# keypad_scanner_flat

keypad_scanner_flat, power grid:
Scale: 8 px per um. Pins as bars on the die edge. Tap cells in gray.
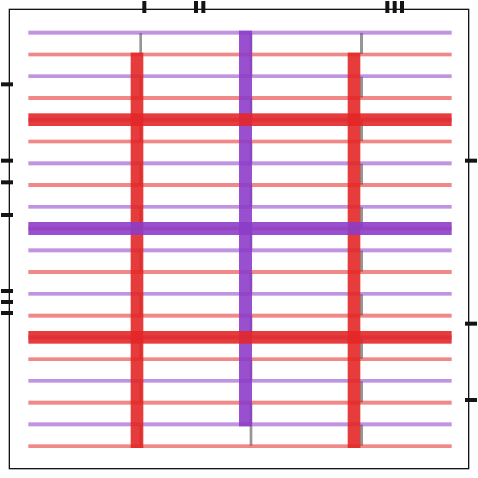

==> src/rtl/keypad_scanner_pkg.sv <==
// Shared definitions for the 4x4 keypad scanner: FSM states, default timing
// and the row pattern seen when no key in the driven column is pressed.
package keypad_pkg;

  typedef enum logic [1:0] {
    SCAN    = 2'd0,
    CONFIRM = 2'd1,
    HELD    = 2'd2,
    RELEASE = 2'd3
  } kp_state_e;

  localparam int DEF_STABLE_CYCLES = 13;
  localparam int DEF_DWELL_CYCLES  = 4;

  localparam logic [3:0] ROWS_RELEASED = 4'hF;

  // Index of the lowest-numbered active-low row; row 0 has highest priority.
  function automatic logic [1:0] low_row_idx(input logic [3:0] rows);
    logic [1:0] idx;
    idx = 2'd0;
    for (int i = 3; i >= 0; i--) begin
      if (!rows[i]) idx = i[1:0];
    end
    return idx;
  endfunction

endpackage

==> src/rtl/keypad_scanner_if.sv <==
// Keypad matrix and key-event signals. The scanner takes the slave view;
// the keypad/consumer side takes the master view.
interface keypad_scanner_if;

  logic [3:0] ROW;
  logic [3:0] COL;
  logic [3:0] KEY_CODE;
  logic       KEY_VALID;
  logic       KEY_HELD;

  modport master (
    output ROW,
    input  COL,
    input  KEY_CODE,
    input  KEY_VALID,
    input  KEY_HELD
  );

  modport slave (
    input  ROW,
    output COL,
    output KEY_CODE,
    output KEY_VALID,
    output KEY_HELD
  );

endinterface

==> src/rtl/keypad_scanner_row_sync.sv <==
// Two-flop synchronizer for the asynchronous row returns. Resets to the
// all-released pattern so a reset never looks like a key press.
module row_sync
  import keypad_pkg::*;
(
  input  logic       DEBOUNCE_CLK,
  input  logic       RESET,
  input  logic [3:0] row_in,
  output logic [3:0] row_s
);

  logic [3:0] meta_q, meta_d;
  logic [3:0] sync_q, sync_d;

  // Next value of each synchronizer stage.
  always_comb begin
    meta_d = row_in;
    sync_d = meta_q;
  end

  // Synchronizer flops, asynchronously forced to all-released.
  always_ff @(posedge DEBOUNCE_CLK or negedge RESET) begin
    if (!RESET) begin
      meta_q <= ROWS_RELEASED;
      sync_q <= ROWS_RELEASED;
    end else begin
      meta_q <= meta_d;
      sync_q <= sync_d;
    end
  end

  assign row_s = sync_q;

endmodule

==> src/rtl/keypad_scanner.sv <==
// 4x4 keypad scanner: walks the columns, debounces the first key found and
// then tracks only that key until it is cleanly released. All outputs are
// registered; ROW reaches the FSM only through the synchronizer.
module keypad_scanner
  import keypad_pkg::*;
#(
  parameter int STABLE_CYCLES = DEF_STABLE_CYCLES,
  parameter int DWELL_CYCLES  = DEF_DWELL_CYCLES
) (
  input  logic               DEBOUNCE_CLK,
  input  logic               RESET,
  keypad_scanner_if.slave    kp
);

  localparam int CNT_MAX = (STABLE_CYCLES > DWELL_CYCLES) ? STABLE_CYCLES : DWELL_CYCLES;
  localparam int CNT_W   = $clog2(CNT_MAX + 1);

  localparam logic [CNT_W-1:0] CNT_SAT     = CNT_W'(CNT_MAX);
  localparam logic [CNT_W-1:0] STABLE_LAST = CNT_W'(STABLE_CYCLES - 1);
  localparam logic [CNT_W-1:0] DWELL_LAST  = CNT_W'(DWELL_CYCLES - 1);

  // Counters stop at their ceiling instead of wrapping back to zero.
  function automatic logic [CNT_W-1:0] sat_inc(input logic [CNT_W-1:0] v);
    return (v >= CNT_SAT) ? v : v + 1'b1;
  endfunction

  logic [3:0]       row_s;

  kp_state_e        state_q,     state_d;
  logic [1:0]       col_idx_q,   col_idx_d;
  logic [1:0]       row_idx_q,   row_idx_d;
  logic [CNT_W-1:0] dwell_q,     dwell_d;
  logic [CNT_W-1:0] stable_q,    stable_d;
  logic [3:0]       col_q,       col_d;
  logic [3:0]       key_code_q,  key_code_d;
  logic             key_valid_q, key_valid_d;
  logic             key_held_q,  key_held_d;
  logic             row_bit_low;

  row_sync u_row_sync (
    .DEBOUNCE_CLK (DEBOUNCE_CLK),
    .RESET        (RESET),
    .row_in       (kp.ROW),
    .row_s        (row_s)
  );

  // Next-state and next-output logic for the scan/debounce FSM.
  always_comb begin
    state_d     = state_q;
    col_idx_d   = col_idx_q;
    row_idx_d   = row_idx_q;
    dwell_d     = dwell_q;
    stable_d    = stable_q;
    key_code_d  = key_code_q;
    key_valid_d = 1'b0;
    row_bit_low = ~row_s[row_idx_q];

    case (state_q)
      SCAN: begin
        if (dwell_q >= DWELL_LAST) begin
          dwell_d = '0;
          if (row_s == ROWS_RELEASED) begin
            col_idx_d = col_idx_q + 2'd1;
          end else begin
            row_idx_d = low_row_idx(row_s);
            stable_d  = '0;
            state_d   = CONFIRM;
          end
        end else begin
          dwell_d = sat_inc(dwell_q);
        end
      end

      CONFIRM: begin
        if (row_bit_low) begin
          if (stable_q >= STABLE_LAST) begin
            key_valid_d = 1'b1;
            key_code_d  = {row_idx_q, col_idx_q};
            stable_d    = '0;
            state_d     = HELD;
          end else begin
            stable_d = sat_inc(stable_q);
          end
        end else begin
          // Bounce: rescan the same column from a fresh dwell.
          stable_d = '0;
          dwell_d  = '0;
          state_d  = SCAN;
        end
      end

      HELD: begin
        if (!row_bit_low) begin
          stable_d = '0;
          state_d  = RELEASE;
        end
      end

      RELEASE: begin
        if (row_bit_low) begin
          stable_d = '0;
          state_d  = HELD;
        end else if (stable_q >= STABLE_LAST) begin
          stable_d  = '0;
          dwell_d   = '0;
          col_idx_d = col_idx_q + 2'd1;
          state_d   = SCAN;
        end else begin
          stable_d = sat_inc(stable_q);
        end
      end

      default: begin
        state_d = SCAN;
      end
    endcase

    col_d      = ~(4'b0001 << col_idx_d);
    key_held_d = (state_d == HELD) || (state_d == RELEASE);
  end

  // FSM state, counters and registered outputs.
  always_ff @(posedge DEBOUNCE_CLK or negedge RESET) begin
    if (!RESET) begin
      state_q     <= SCAN;
      col_idx_q   <= 2'd0;
      row_idx_q   <= 2'd0;
      dwell_q     <= '0;
      stable_q    <= '0;
      col_q       <= 4'b1110;
      key_code_q  <= 4'h0;
      key_valid_q <= 1'b0;
      key_held_q  <= 1'b0;
    end else begin
      state_q     <= state_d;
      col_idx_q   <= col_idx_d;
      row_idx_q   <= row_idx_d;
      dwell_q     <= dwell_d;
      stable_q    <= stable_d;
      col_q       <= col_d;
      key_code_q  <= key_code_d;
      key_valid_q <= key_valid_d;
      key_held_q  <= key_held_d;
    end
  end

  assign kp.COL       = col_q;
  assign kp.KEY_CODE  = key_code_q;
  assign kp.KEY_VALID = key_valid_q;
  assign kp.KEY_HELD  = key_held_q;

endmodule

==> src/flat_wrapper.sv <==
// flat-port wrapper written by rule: the top's interface ports become plain ports
module keypad_scanner_flat import keypad_pkg::*;
#(
  parameter int STABLE_CYCLES = DEF_STABLE_CYCLES,
  parameter int DWELL_CYCLES  = DEF_DWELL_CYCLES
)
  (DEBOUNCE_CLK, RESET, kp_ROW, kp_COL, kp_KEY_CODE, kp_KEY_VALID, kp_KEY_HELD);
  keypad_scanner_if kp_i ();
  input  logic DEBOUNCE_CLK;
  input  logic RESET;
  input wire logic [$bits(kp_i.ROW)-1:0] kp_ROW;
  output wire logic [$bits(kp_i.COL)-1:0] kp_COL;
  output wire logic [$bits(kp_i.KEY_CODE)-1:0] kp_KEY_CODE;
  output wire logic [$bits(kp_i.KEY_VALID)-1:0] kp_KEY_VALID;
  output wire logic [$bits(kp_i.KEY_HELD)-1:0] kp_KEY_HELD;
  assign kp_i.ROW = kp_ROW;
  assign kp_COL = kp_i.COL;
  assign kp_KEY_CODE = kp_i.KEY_CODE;
  assign kp_KEY_VALID = kp_i.KEY_VALID;
  assign kp_KEY_HELD = kp_i.KEY_HELD;
  keypad_scanner #(.STABLE_CYCLES(STABLE_CYCLES), .DWELL_CYCLES(DWELL_CYCLES)) u_core (.DEBOUNCE_CLK(DEBOUNCE_CLK), .RESET(RESET), .kp(kp_i));
endmodule
==> config.mk <==
export PLATFORM = sky130hd
export DESIGN_NAME = keypad_scanner_flat
export DESIGN_NICKNAME = d
export VERILOG_FILES = /design/src/rtl/keypad_scanner_pkg.sv /design/src/rtl/keypad_scanner_if.sv /design/src/rtl/keypad_scanner_row_sync.sv /design/src/rtl/keypad_scanner.sv /design/src/flat_wrapper.sv
export SDC_FILE = /design/constraint.sdc
export NUM_CORES = 1
export LEC_CHECK = 0
export CAP_MARGIN = 0
export CORE_MARGIN = 2
export CORE_UTILIZATION = 55
export DETAILED_ROUTE_END_ITERATION = 8
export PLACE_DENSITY = 0.76
export SYNTH_ARGS = -nofsm -noshare
export SYNTH_HDL_FRONTEND = slang
export SYNTH_SLANG_ARGS = --single-unit
==> constraint.sdc <==
create_clock -name DEBOUNCE_CLK -period 2.3 [get_ports DEBOUNCE_CLK]
set_input_delay 0.46 -clock DEBOUNCE_CLK [delete_from_list [all_inputs] [get_ports DEBOUNCE_CLK]]
set_output_delay 0.46 -clock DEBOUNCE_CLK [all_outputs]
set_load 0.02 [all_outputs]
# hwpe_stream_skid_slice_flat

--- config.mk ---
export PLATFORM = sky130hd
export DESIGN_NAME = hwpe_stream_skid_slice_flat
export DESIGN_NICKNAME = d
export VERILOG_FILES = /design/src/rtl/hwpe_stream_package.sv /design/src/rtl/hwpe_stream_intf_stream.sv /design/src/rtl/hwpe_stream_skid_reg.sv /design/src/rtl/hwpe_stream_skid_slice.sv /design/src/flat_wrapper.sv
export SDC_FILE = /design/constraint.sdc
export NUM_CORES = 1
export LEC_CHECK = 0
export CORE_MARGIN = 3
export CORE_UTILIZATION = 48
export CTS_CLUSTER_SIZE = 14
export DETAILED_ROUTE_END_ITERATION = 16
export PLACE_DENSITY = 0.9
export RECOVER_POWER = 25
export SYNTH_ARGS = -nofsm -noshare
export SYNTH_HDL_FRONTEND = slang
export SYNTH_SLANG_ARGS = --single-unit
--- constraint.sdc ---
create_clock -name clk_i -period 1.5 [get_ports clk_i]
set_input_delay 0.3 -clock clk_i [delete_from_list [all_inputs] [get_ports clk_i]]
set_output_delay 0.3 -clock clk_i [all_outputs]
set_load 0.01 [all_outputs]
--- src/rtl/hwpe_stream_package.sv ---
// Shared types for the HWPE stream skid slice: FSM encoding and strobe-width helper.
package hwpe_stream_package;

  typedef enum logic [1:0] {
    SKID_EMPTY = 2'd0,
    SKID_HALF  = 2'd1,
    SKID_FULL  = 2'd2
  } skid_state_t;

  localparam int unsigned SKID_DEPTH = 2;

  function automatic int unsigned strb_width(input int unsigned data_width);
    return data_width / 8;
  endfunction

endpackage

--- src/rtl/hwpe_stream_intf_stream.sv ---
// Valid/ready stream bundle with byte strobes; master drives payload, slave drives ready.
interface hwpe_stream_intf_stream #(
  parameter int unsigned DATA_WIDTH = 32
);
  import hwpe_stream_package::*;

  localparam int unsigned STRB_WIDTH = strb_width(DATA_WIDTH);

  logic                  valid;
  logic                  ready;
  logic [DATA_WIDTH-1:0] data;
  logic [STRB_WIDTH-1:0] strb;

  modport master (output valid, output data, output strb, input ready);
  modport slave  (input valid, input data, input strb, output ready);

endinterface

--- src/rtl/hwpe_stream_skid_reg.sv ---
// Load-enabled data+strobe register with synchronous clear and async active-low reset.
module hwpe_stream_skid_reg #(
  parameter int unsigned DATA_WIDTH = 32,
  parameter int unsigned STRB_WIDTH = DATA_WIDTH / 8
) (
  input  logic                  clk_i,
  input  logic                  rst_ni,
  input  logic                  i_clear,
  input  logic                  i_load,
  input  logic [DATA_WIDTH-1:0] i_data,
  input  logic [STRB_WIDTH-1:0] i_strb,
  output logic [DATA_WIDTH-1:0] o_data,
  output logic [STRB_WIDTH-1:0] o_strb
);

  logic [DATA_WIDTH-1:0] r_data;
  logic [STRB_WIDTH-1:0] r_strb;

  always_ff @(posedge clk_i or negedge rst_ni) begin
    if (!rst_ni) begin
      r_data <= '0;
      r_strb <= '0;
    end else if (i_clear) begin
      r_data <= '0;
      r_strb <= '0;
    end else if (i_load) begin
      r_data <= i_data;
      r_strb <= i_strb;
    end
  end

  assign o_data = r_data;
  assign o_strb = r_strb;

endmodule

--- src/rtl/hwpe_stream_skid_slice.sv ---
// Two-entry skid-buffer stream slice registering valid/data/strb forward and ready backward.
// Optional upstream protocol checker enabled with HWPE_STREAM_SKID_SLICE_CHECK_EN.
module hwpe_stream_skid_slice
  import hwpe_stream_package::*;
#(
  parameter int unsigned DATA_WIDTH = 32
) (
  input  logic                   clk_i,
  input  logic                   rst_ni,
  input  logic                   clear_i,
  hwpe_stream_intf_stream.slave  push_i,
  hwpe_stream_intf_stream.master pop_o
`ifdef HWPE_STREAM_SKID_SLICE_CHECK_EN
  ,
  output logic                   protocol_err_o
`endif
);

  localparam int unsigned STRB_WIDTH = strb_width(DATA_WIDTH);

  skid_state_t r_state, w_state_nxt;

  logic w_ready, w_valid, w_in, w_out;
  logic w_load_main, w_load_skid, w_main_from_skid;
  logic [DATA_WIDTH-1:0] w_main_data, w_skid_data, w_main_d;
  logic [STRB_WIDTH-1:0] w_main_strb, w_skid_strb, w_main_s;

  // Handshake flags come from the state flop only, so no input reaches an output combinationally.
  assign w_ready = (r_state != SKID_FULL);
  assign w_valid = (r_state != SKID_EMPTY);
  assign w_in    = push_i.valid & w_ready;
  assign w_out   = w_valid & pop_o.ready;

  assign push_i.ready = w_ready;
  assign pop_o.valid  = w_valid;
  assign pop_o.data   = w_main_data;
  assign pop_o.strb   = w_main_strb;

  always_ff @(posedge clk_i or negedge rst_ni) begin
    if (!rst_ni) r_state <= SKID_EMPTY;
    else         r_state <= w_state_nxt;
  end

  always_comb begin
    w_state_nxt      = r_state;
    w_load_main      = 1'b0;
    w_load_skid      = 1'b0;
    w_main_from_skid = 1'b0;
    case (r_state)
      SKID_EMPTY: begin
        if (w_in) begin
          w_state_nxt = SKID_HALF;
          w_load_main = 1'b1;
        end
      end
      SKID_HALF: begin
        if (w_in && w_out) begin
          w_load_main = 1'b1;
        end else if (w_in) begin
          w_state_nxt = SKID_FULL;
          w_load_skid = 1'b1;
        end else if (w_out) begin
          w_state_nxt = SKID_EMPTY;
        end
      end
      SKID_FULL: begin
        if (w_out) begin
          w_state_nxt      = SKID_HALF;
          w_load_main      = 1'b1;
          w_main_from_skid = 1'b1;
        end
      end
      default: w_state_nxt = SKID_EMPTY;
    endcase
    // Clear wins over any handshake in the same cycle; presented beats are dropped.
    if (clear_i) begin
      w_state_nxt = SKID_EMPTY;
      w_load_main = 1'b0;
      w_load_skid = 1'b0;
    end
  end

  assign w_main_d = w_main_from_skid ? w_skid_data : push_i.data;
  assign w_main_s = w_main_from_skid ? w_skid_strb : push_i.strb;

  hwpe_stream_skid_reg #(
    .DATA_WIDTH (DATA_WIDTH),
    .STRB_WIDTH (STRB_WIDTH)
  ) u_main_reg (
    .clk_i   (clk_i),
    .rst_ni  (rst_ni),
    .i_clear (clear_i),
    .i_load  (w_load_main),
    .i_data  (w_main_d),
    .i_strb  (w_main_s),
    .o_data  (w_main_data),
    .o_strb  (w_main_strb)
  );

  hwpe_stream_skid_reg #(
    .DATA_WIDTH (DATA_WIDTH),
    .STRB_WIDTH (STRB_WIDTH)
  ) u_skid_reg (
    .clk_i   (clk_i),
    .rst_ni  (rst_ni),
    .i_clear (clear_i),
    .i_load  (w_load_skid),
    .i_data  (push_i.data),
    .i_strb  (push_i.strb),
    .o_data  (w_skid_data),
    .o_strb  (w_skid_strb)
  );

`ifdef HWPE_STREAM_SKID_SLICE_CHECK_EN
  logic                  r_prev_valid, r_prev_ready, r_err;
  logic [DATA_WIDTH-1:0] r_prev_data;
  logic [STRB_WIDTH-1:0] r_prev_strb;
  logic                  w_viol;

  // A stalled upstream beat must stay valid and unchanged until it is taken.
  assign w_viol = r_prev_valid & ~r_prev_ready &
                  (~push_i.valid | (push_i.data != r_prev_data) | (push_i.strb != r_prev_strb));

  always_ff @(posedge clk_i or negedge rst_ni) begin
    if (!rst_ni) begin
      r_prev_valid <= 1'b0;
      r_prev_ready <= 1'b0;
      r_prev_data  <= '0;
      r_prev_strb  <= '0;
      r_err        <= 1'b0;
    end else if (clear_i) begin
      r_prev_valid <= 1'b0;
      r_prev_ready <= 1'b0;
      r_prev_data  <= '0;
      r_prev_strb  <= '0;
      r_err        <= 1'b0;
    end else begin
      r_prev_valid <= push_i.valid;
      r_prev_ready <= w_ready;
      r_prev_data  <= push_i.data;
      r_prev_strb  <= push_i.strb;
      if (w_viol) r_err <= 1'b1;
    end
  end

  assign protocol_err_o = r_err;
`endif

endmodule

--- src/flat_wrapper.sv ---
// flat-port wrapper written by rule: the top's interface ports become plain ports
module hwpe_stream_skid_slice_flat import hwpe_stream_package::*;
#(
  parameter int unsigned DATA_WIDTH = 32
)
  (clk_i, rst_ni, clear_i, push_i_valid, push_i_data, push_i_strb, push_i_ready, pop_o_valid, pop_o_data, pop_o_strb, pop_o_ready);
  hwpe_stream_intf_stream #(.DATA_WIDTH(DATA_WIDTH)) push_i_i ();
  hwpe_stream_intf_stream #(.DATA_WIDTH(DATA_WIDTH)) pop_o_i ();
  input  logic clk_i;
  input  logic rst_ni;
  input  logic clear_i;
  input wire logic [$bits(push_i_i.valid)-1:0] push_i_valid;
  input wire logic [$bits(push_i_i.data)-1:0] push_i_data;
  input wire logic [$bits(push_i_i.strb)-1:0] push_i_strb;
  output wire logic [$bits(push_i_i.ready)-1:0] push_i_ready;
  output wire logic [$bits(pop_o_i.valid)-1:0] pop_o_valid;
  output wire logic [$bits(pop_o_i.data)-1:0] pop_o_data;
  output wire logic [$bits(pop_o_i.strb)-1:0] pop_o_strb;
  input wire logic [$bits(pop_o_i.ready)-1:0] pop_o_ready;
  assign push_i_i.valid = push_i_valid;
  assign push_i_i.data = push_i_data;
  assign push_i_i.strb = push_i_strb;
  assign push_i_ready = push_i_i.ready;
  assign pop_o_valid = pop_o_i.valid;
  assign pop_o_data = pop_o_i.data;
  assign pop_o_strb = pop_o_i.strb;
  assign pop_o_i.ready = pop_o_ready;
  hwpe_stream_skid_slice #(.DATA_WIDTH(DATA_WIDTH)) u_core (.clk_i(clk_i), .rst_ni(rst_ni), .clear_i(clear_i), .push_i(push_i_i), .pop_o(pop_o_i));
endmodule
keypad_scanner_flat, routing congestion:
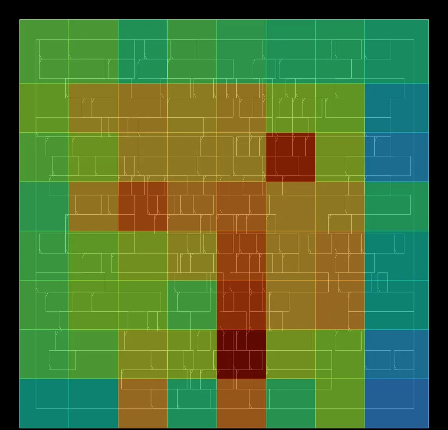
grt met2 use: 32.5%
fin util: 65.4%

## Picture notes: 'power grid' of keypad_scanner_flat
legend:
  purple:
    net: VDD
  red:
    net: VSS
met4 straps: 3
signal pins: 16
tap cells: 31
core box area: 2730 um2
VDD IR-drop max: 0.758 mV
die y size: 57.2 um
die width: 57.2 um

==> run summary, keypad_scanner_flat <==
impl run done, here's what came out: # IOs=16, Cell Pwr Density=853 nW/um2, initial core utilization=57.0%, xor+xnor area frac=0%, synthesis-to-finish area growth=14.8%, # setup viols final=0, status=complete, no violations, worst r2r path cells=6, clock latency (worst-skew pair)=0.34 ns, post-route setup slack=0.312 ns, Starting DRT DRC Count=36, Post-synth EDFFs=0, Worst Hold End=u_core.u_row_sync.row_s[3], crit path DAT=2.22 ns, min Tclk post-route=1.99 ns, GR Util met3=5.67%, cycle use final=86.4%, hold path depth=0, Top logic family=AND-OR/OR-AND gates, clk tree area frac=2.80%, tool warnings=33
[keypad_scanner_flat: worst max-delay path, stage by stage, from the launching register on]
cell	delay (ns)
dfrtp_1	0.40
inv_1	0.10
ha_1	0.30
o31a_1	0.25
a32o_2	0.33
a2111oi_4	0.37
o211ai_1	0.12
[keypad_scanner_flat: flip-flops by register name (all words and copies together), names as in the netlist, 2 cells and up]
name,count
u_core.kp.COL,4
u_core.u_row_sync.row_s,4
u_core.u_row_sync.meta_q,4
u_core.stable_q,4
u_core.col_idx_q,2
u_core.state_q,2
u_core.dwell_q,4
u_core.row_idx_q,2
u_core.kp.KEY_CODE,4
[keypad_scanner_flat: layout by cell type (no fill, tap or decap), types with 5 or more instances in the layout]
cell,n
clkdlybuf4s50_1,15
clkbuf_4,5
nor2_1,5
mux2_2,5
a21oi_1,8
dfstp_2,11
dfrtp_1,21
o21ai_0,8
ha_1,8
inv_1,13
[keypad_scanner_flat: power breakdown]
group	internal (mW)	switching (mW)	total [mW]
Sequential	0.651	0.0630	0.714
Combinational	0.213	0.305	0.518
Clock	0.119	0.176	0.294
Total	0.983	0.543	1.53
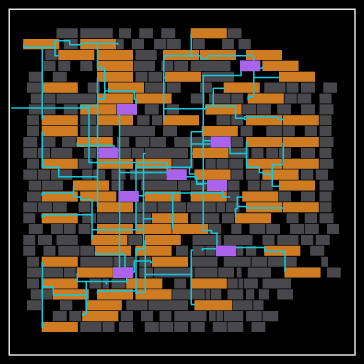
hwpe_stream_skid_slice_flat: clock distribution
Scale: 4 px per um.
legend:
  orange:
    item: flip-flops
    count: 74
  cyan:
    item: clock wires
    length: 850 um
  purple:
    item: cells driving clock nets
    count: 9
routed clock nets: 10
flops lie: spread over the die
Clk. pwr: 1.58 mW
Final Skew: 0.00819 ns

==> run summary, hwpe_stream_skid_slice_flat <==
impl run done, here's what came out: cycle use final=103%, CP Capture Type=register, post-route setup slack=-0.0410 ns, Routed WL=8.77 mm, Final GP Congestion=0.761, Top power group=registers, Max Buffers Root-to-Sink=2, reported net switching power=1.22 mW, # setup viols final=17, met1 WL=3.86 mm, largest net degree at the start of global routing=37, first-pass GRT wire length=12.3 mm, relative slew slack=51.2%, Clock transition at path regs=0.08 ns, setup repair bufs after CTS=3, Fillers=346, setup TNS=-0.391 ns, clock latency (worst-skew pair)=0.33 ns, drt drc=0, WS Path Type=reg2reg, Synth flops=74, status=finished, violations left, failing checks=setup timing
==> hwpe_stream_skid_slice_flat: sequential cells by signal, indices dropped and copies added, names as in the netlist <==
| name | cells |
|---|---|
| u_core.u_main_reg.o_data | 32 |
| u_core.u_skid_reg.o_data | 32 |
| u_core.u_main_reg.o_strb | 4 |
| u_core.u_skid_reg.o_strb | 4 |
| u_core.r_state | 2 |
==> hwpe_stream_skid_slice_flat: metrics by stage <==
| stage | area [um2] | worst slack [ns] |
|---|---|---|
| 6_report | 4750 | -0.0410 |
| 5_1_grt | 4750 | -0.117 |
| 4_1_cts | 4290 | -0.0598 |
| 3_5_place_dp | 4090 | -0.273 |
| 3_3_place_gp | 4090 | -0.187 |
| 2_1_floorplan | 3080 | 0.0770 |
==> hwpe_stream_skid_slice_flat: worst max-delay path by stage <==
stage,slack [ns],depth (start not counted),end
after floorplan,0.08,5,u_core.u_main_reg.o_data[0]
after global placement,-0.19,6,u_core.u_main_reg.o_data[11]
after detailed placement,-0.27,6,u_core.u_main_reg.o_strb[3]
after CTS,-0.06,8,u_core.u_main_reg.o_data[1]
after global routing,-0.12,6,u_core.u_main_reg.o_data[13]
final,-0.04,6,u_core.u_main_reg.o_data[15]

==> layout pictures side by side <==
Metal layers overlaid.
(a)
Scale: 8 px per um.
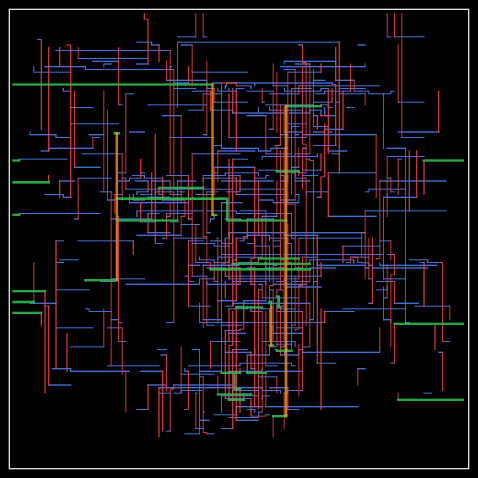
(b)
Scale: 6 px per um.
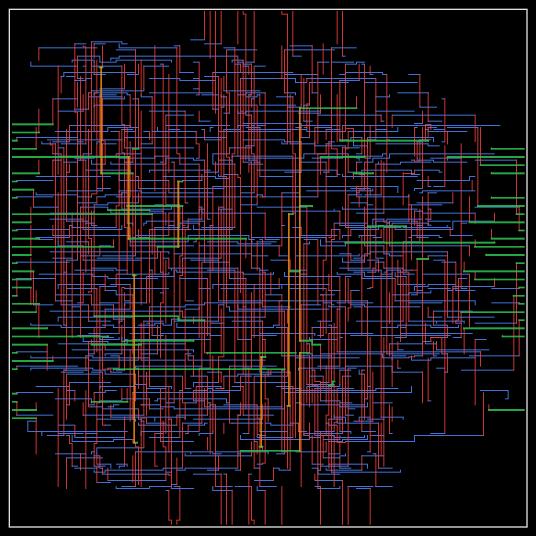
hwpe_stream_skid_slice_flat: (b)
keypad_scanner_flat: (a)
- most wire: (b)
- largest die: (b)



==> layout pictures side by side <==
Cell classes on the final placement.
picture 1
Scale: 6 px per um. Fill, decap, tap and diode cells in gray.
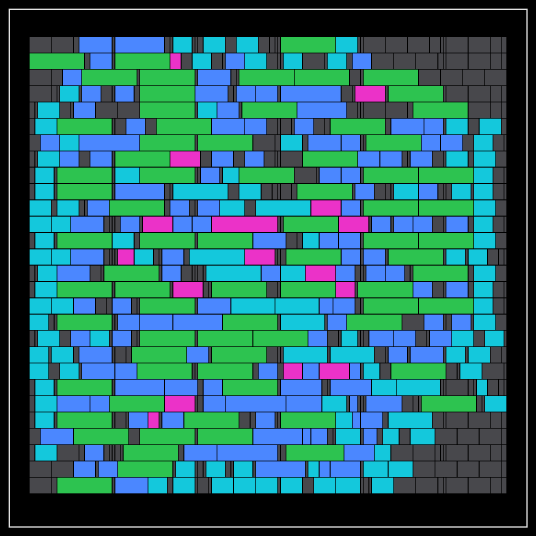
picture 2
Scale: 8 px per um. Fill, decap, tap and diode cells in gray.
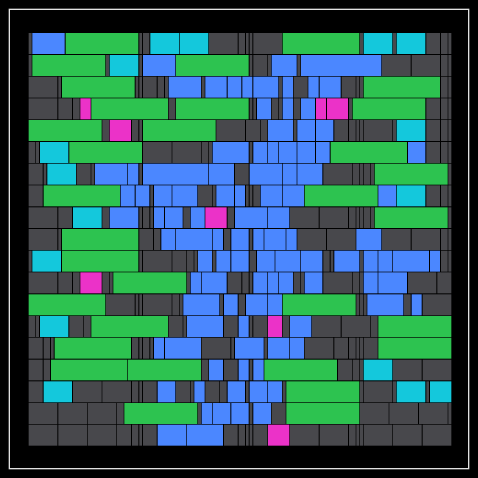
The one with the most cells is picture 1.
Picture 2 comes from keypad_scanner_flat.
Picture 1 comes from hwpe_stream_skid_slice_flat.

No activity file was given, so power comes from the tool's default toggle rates.
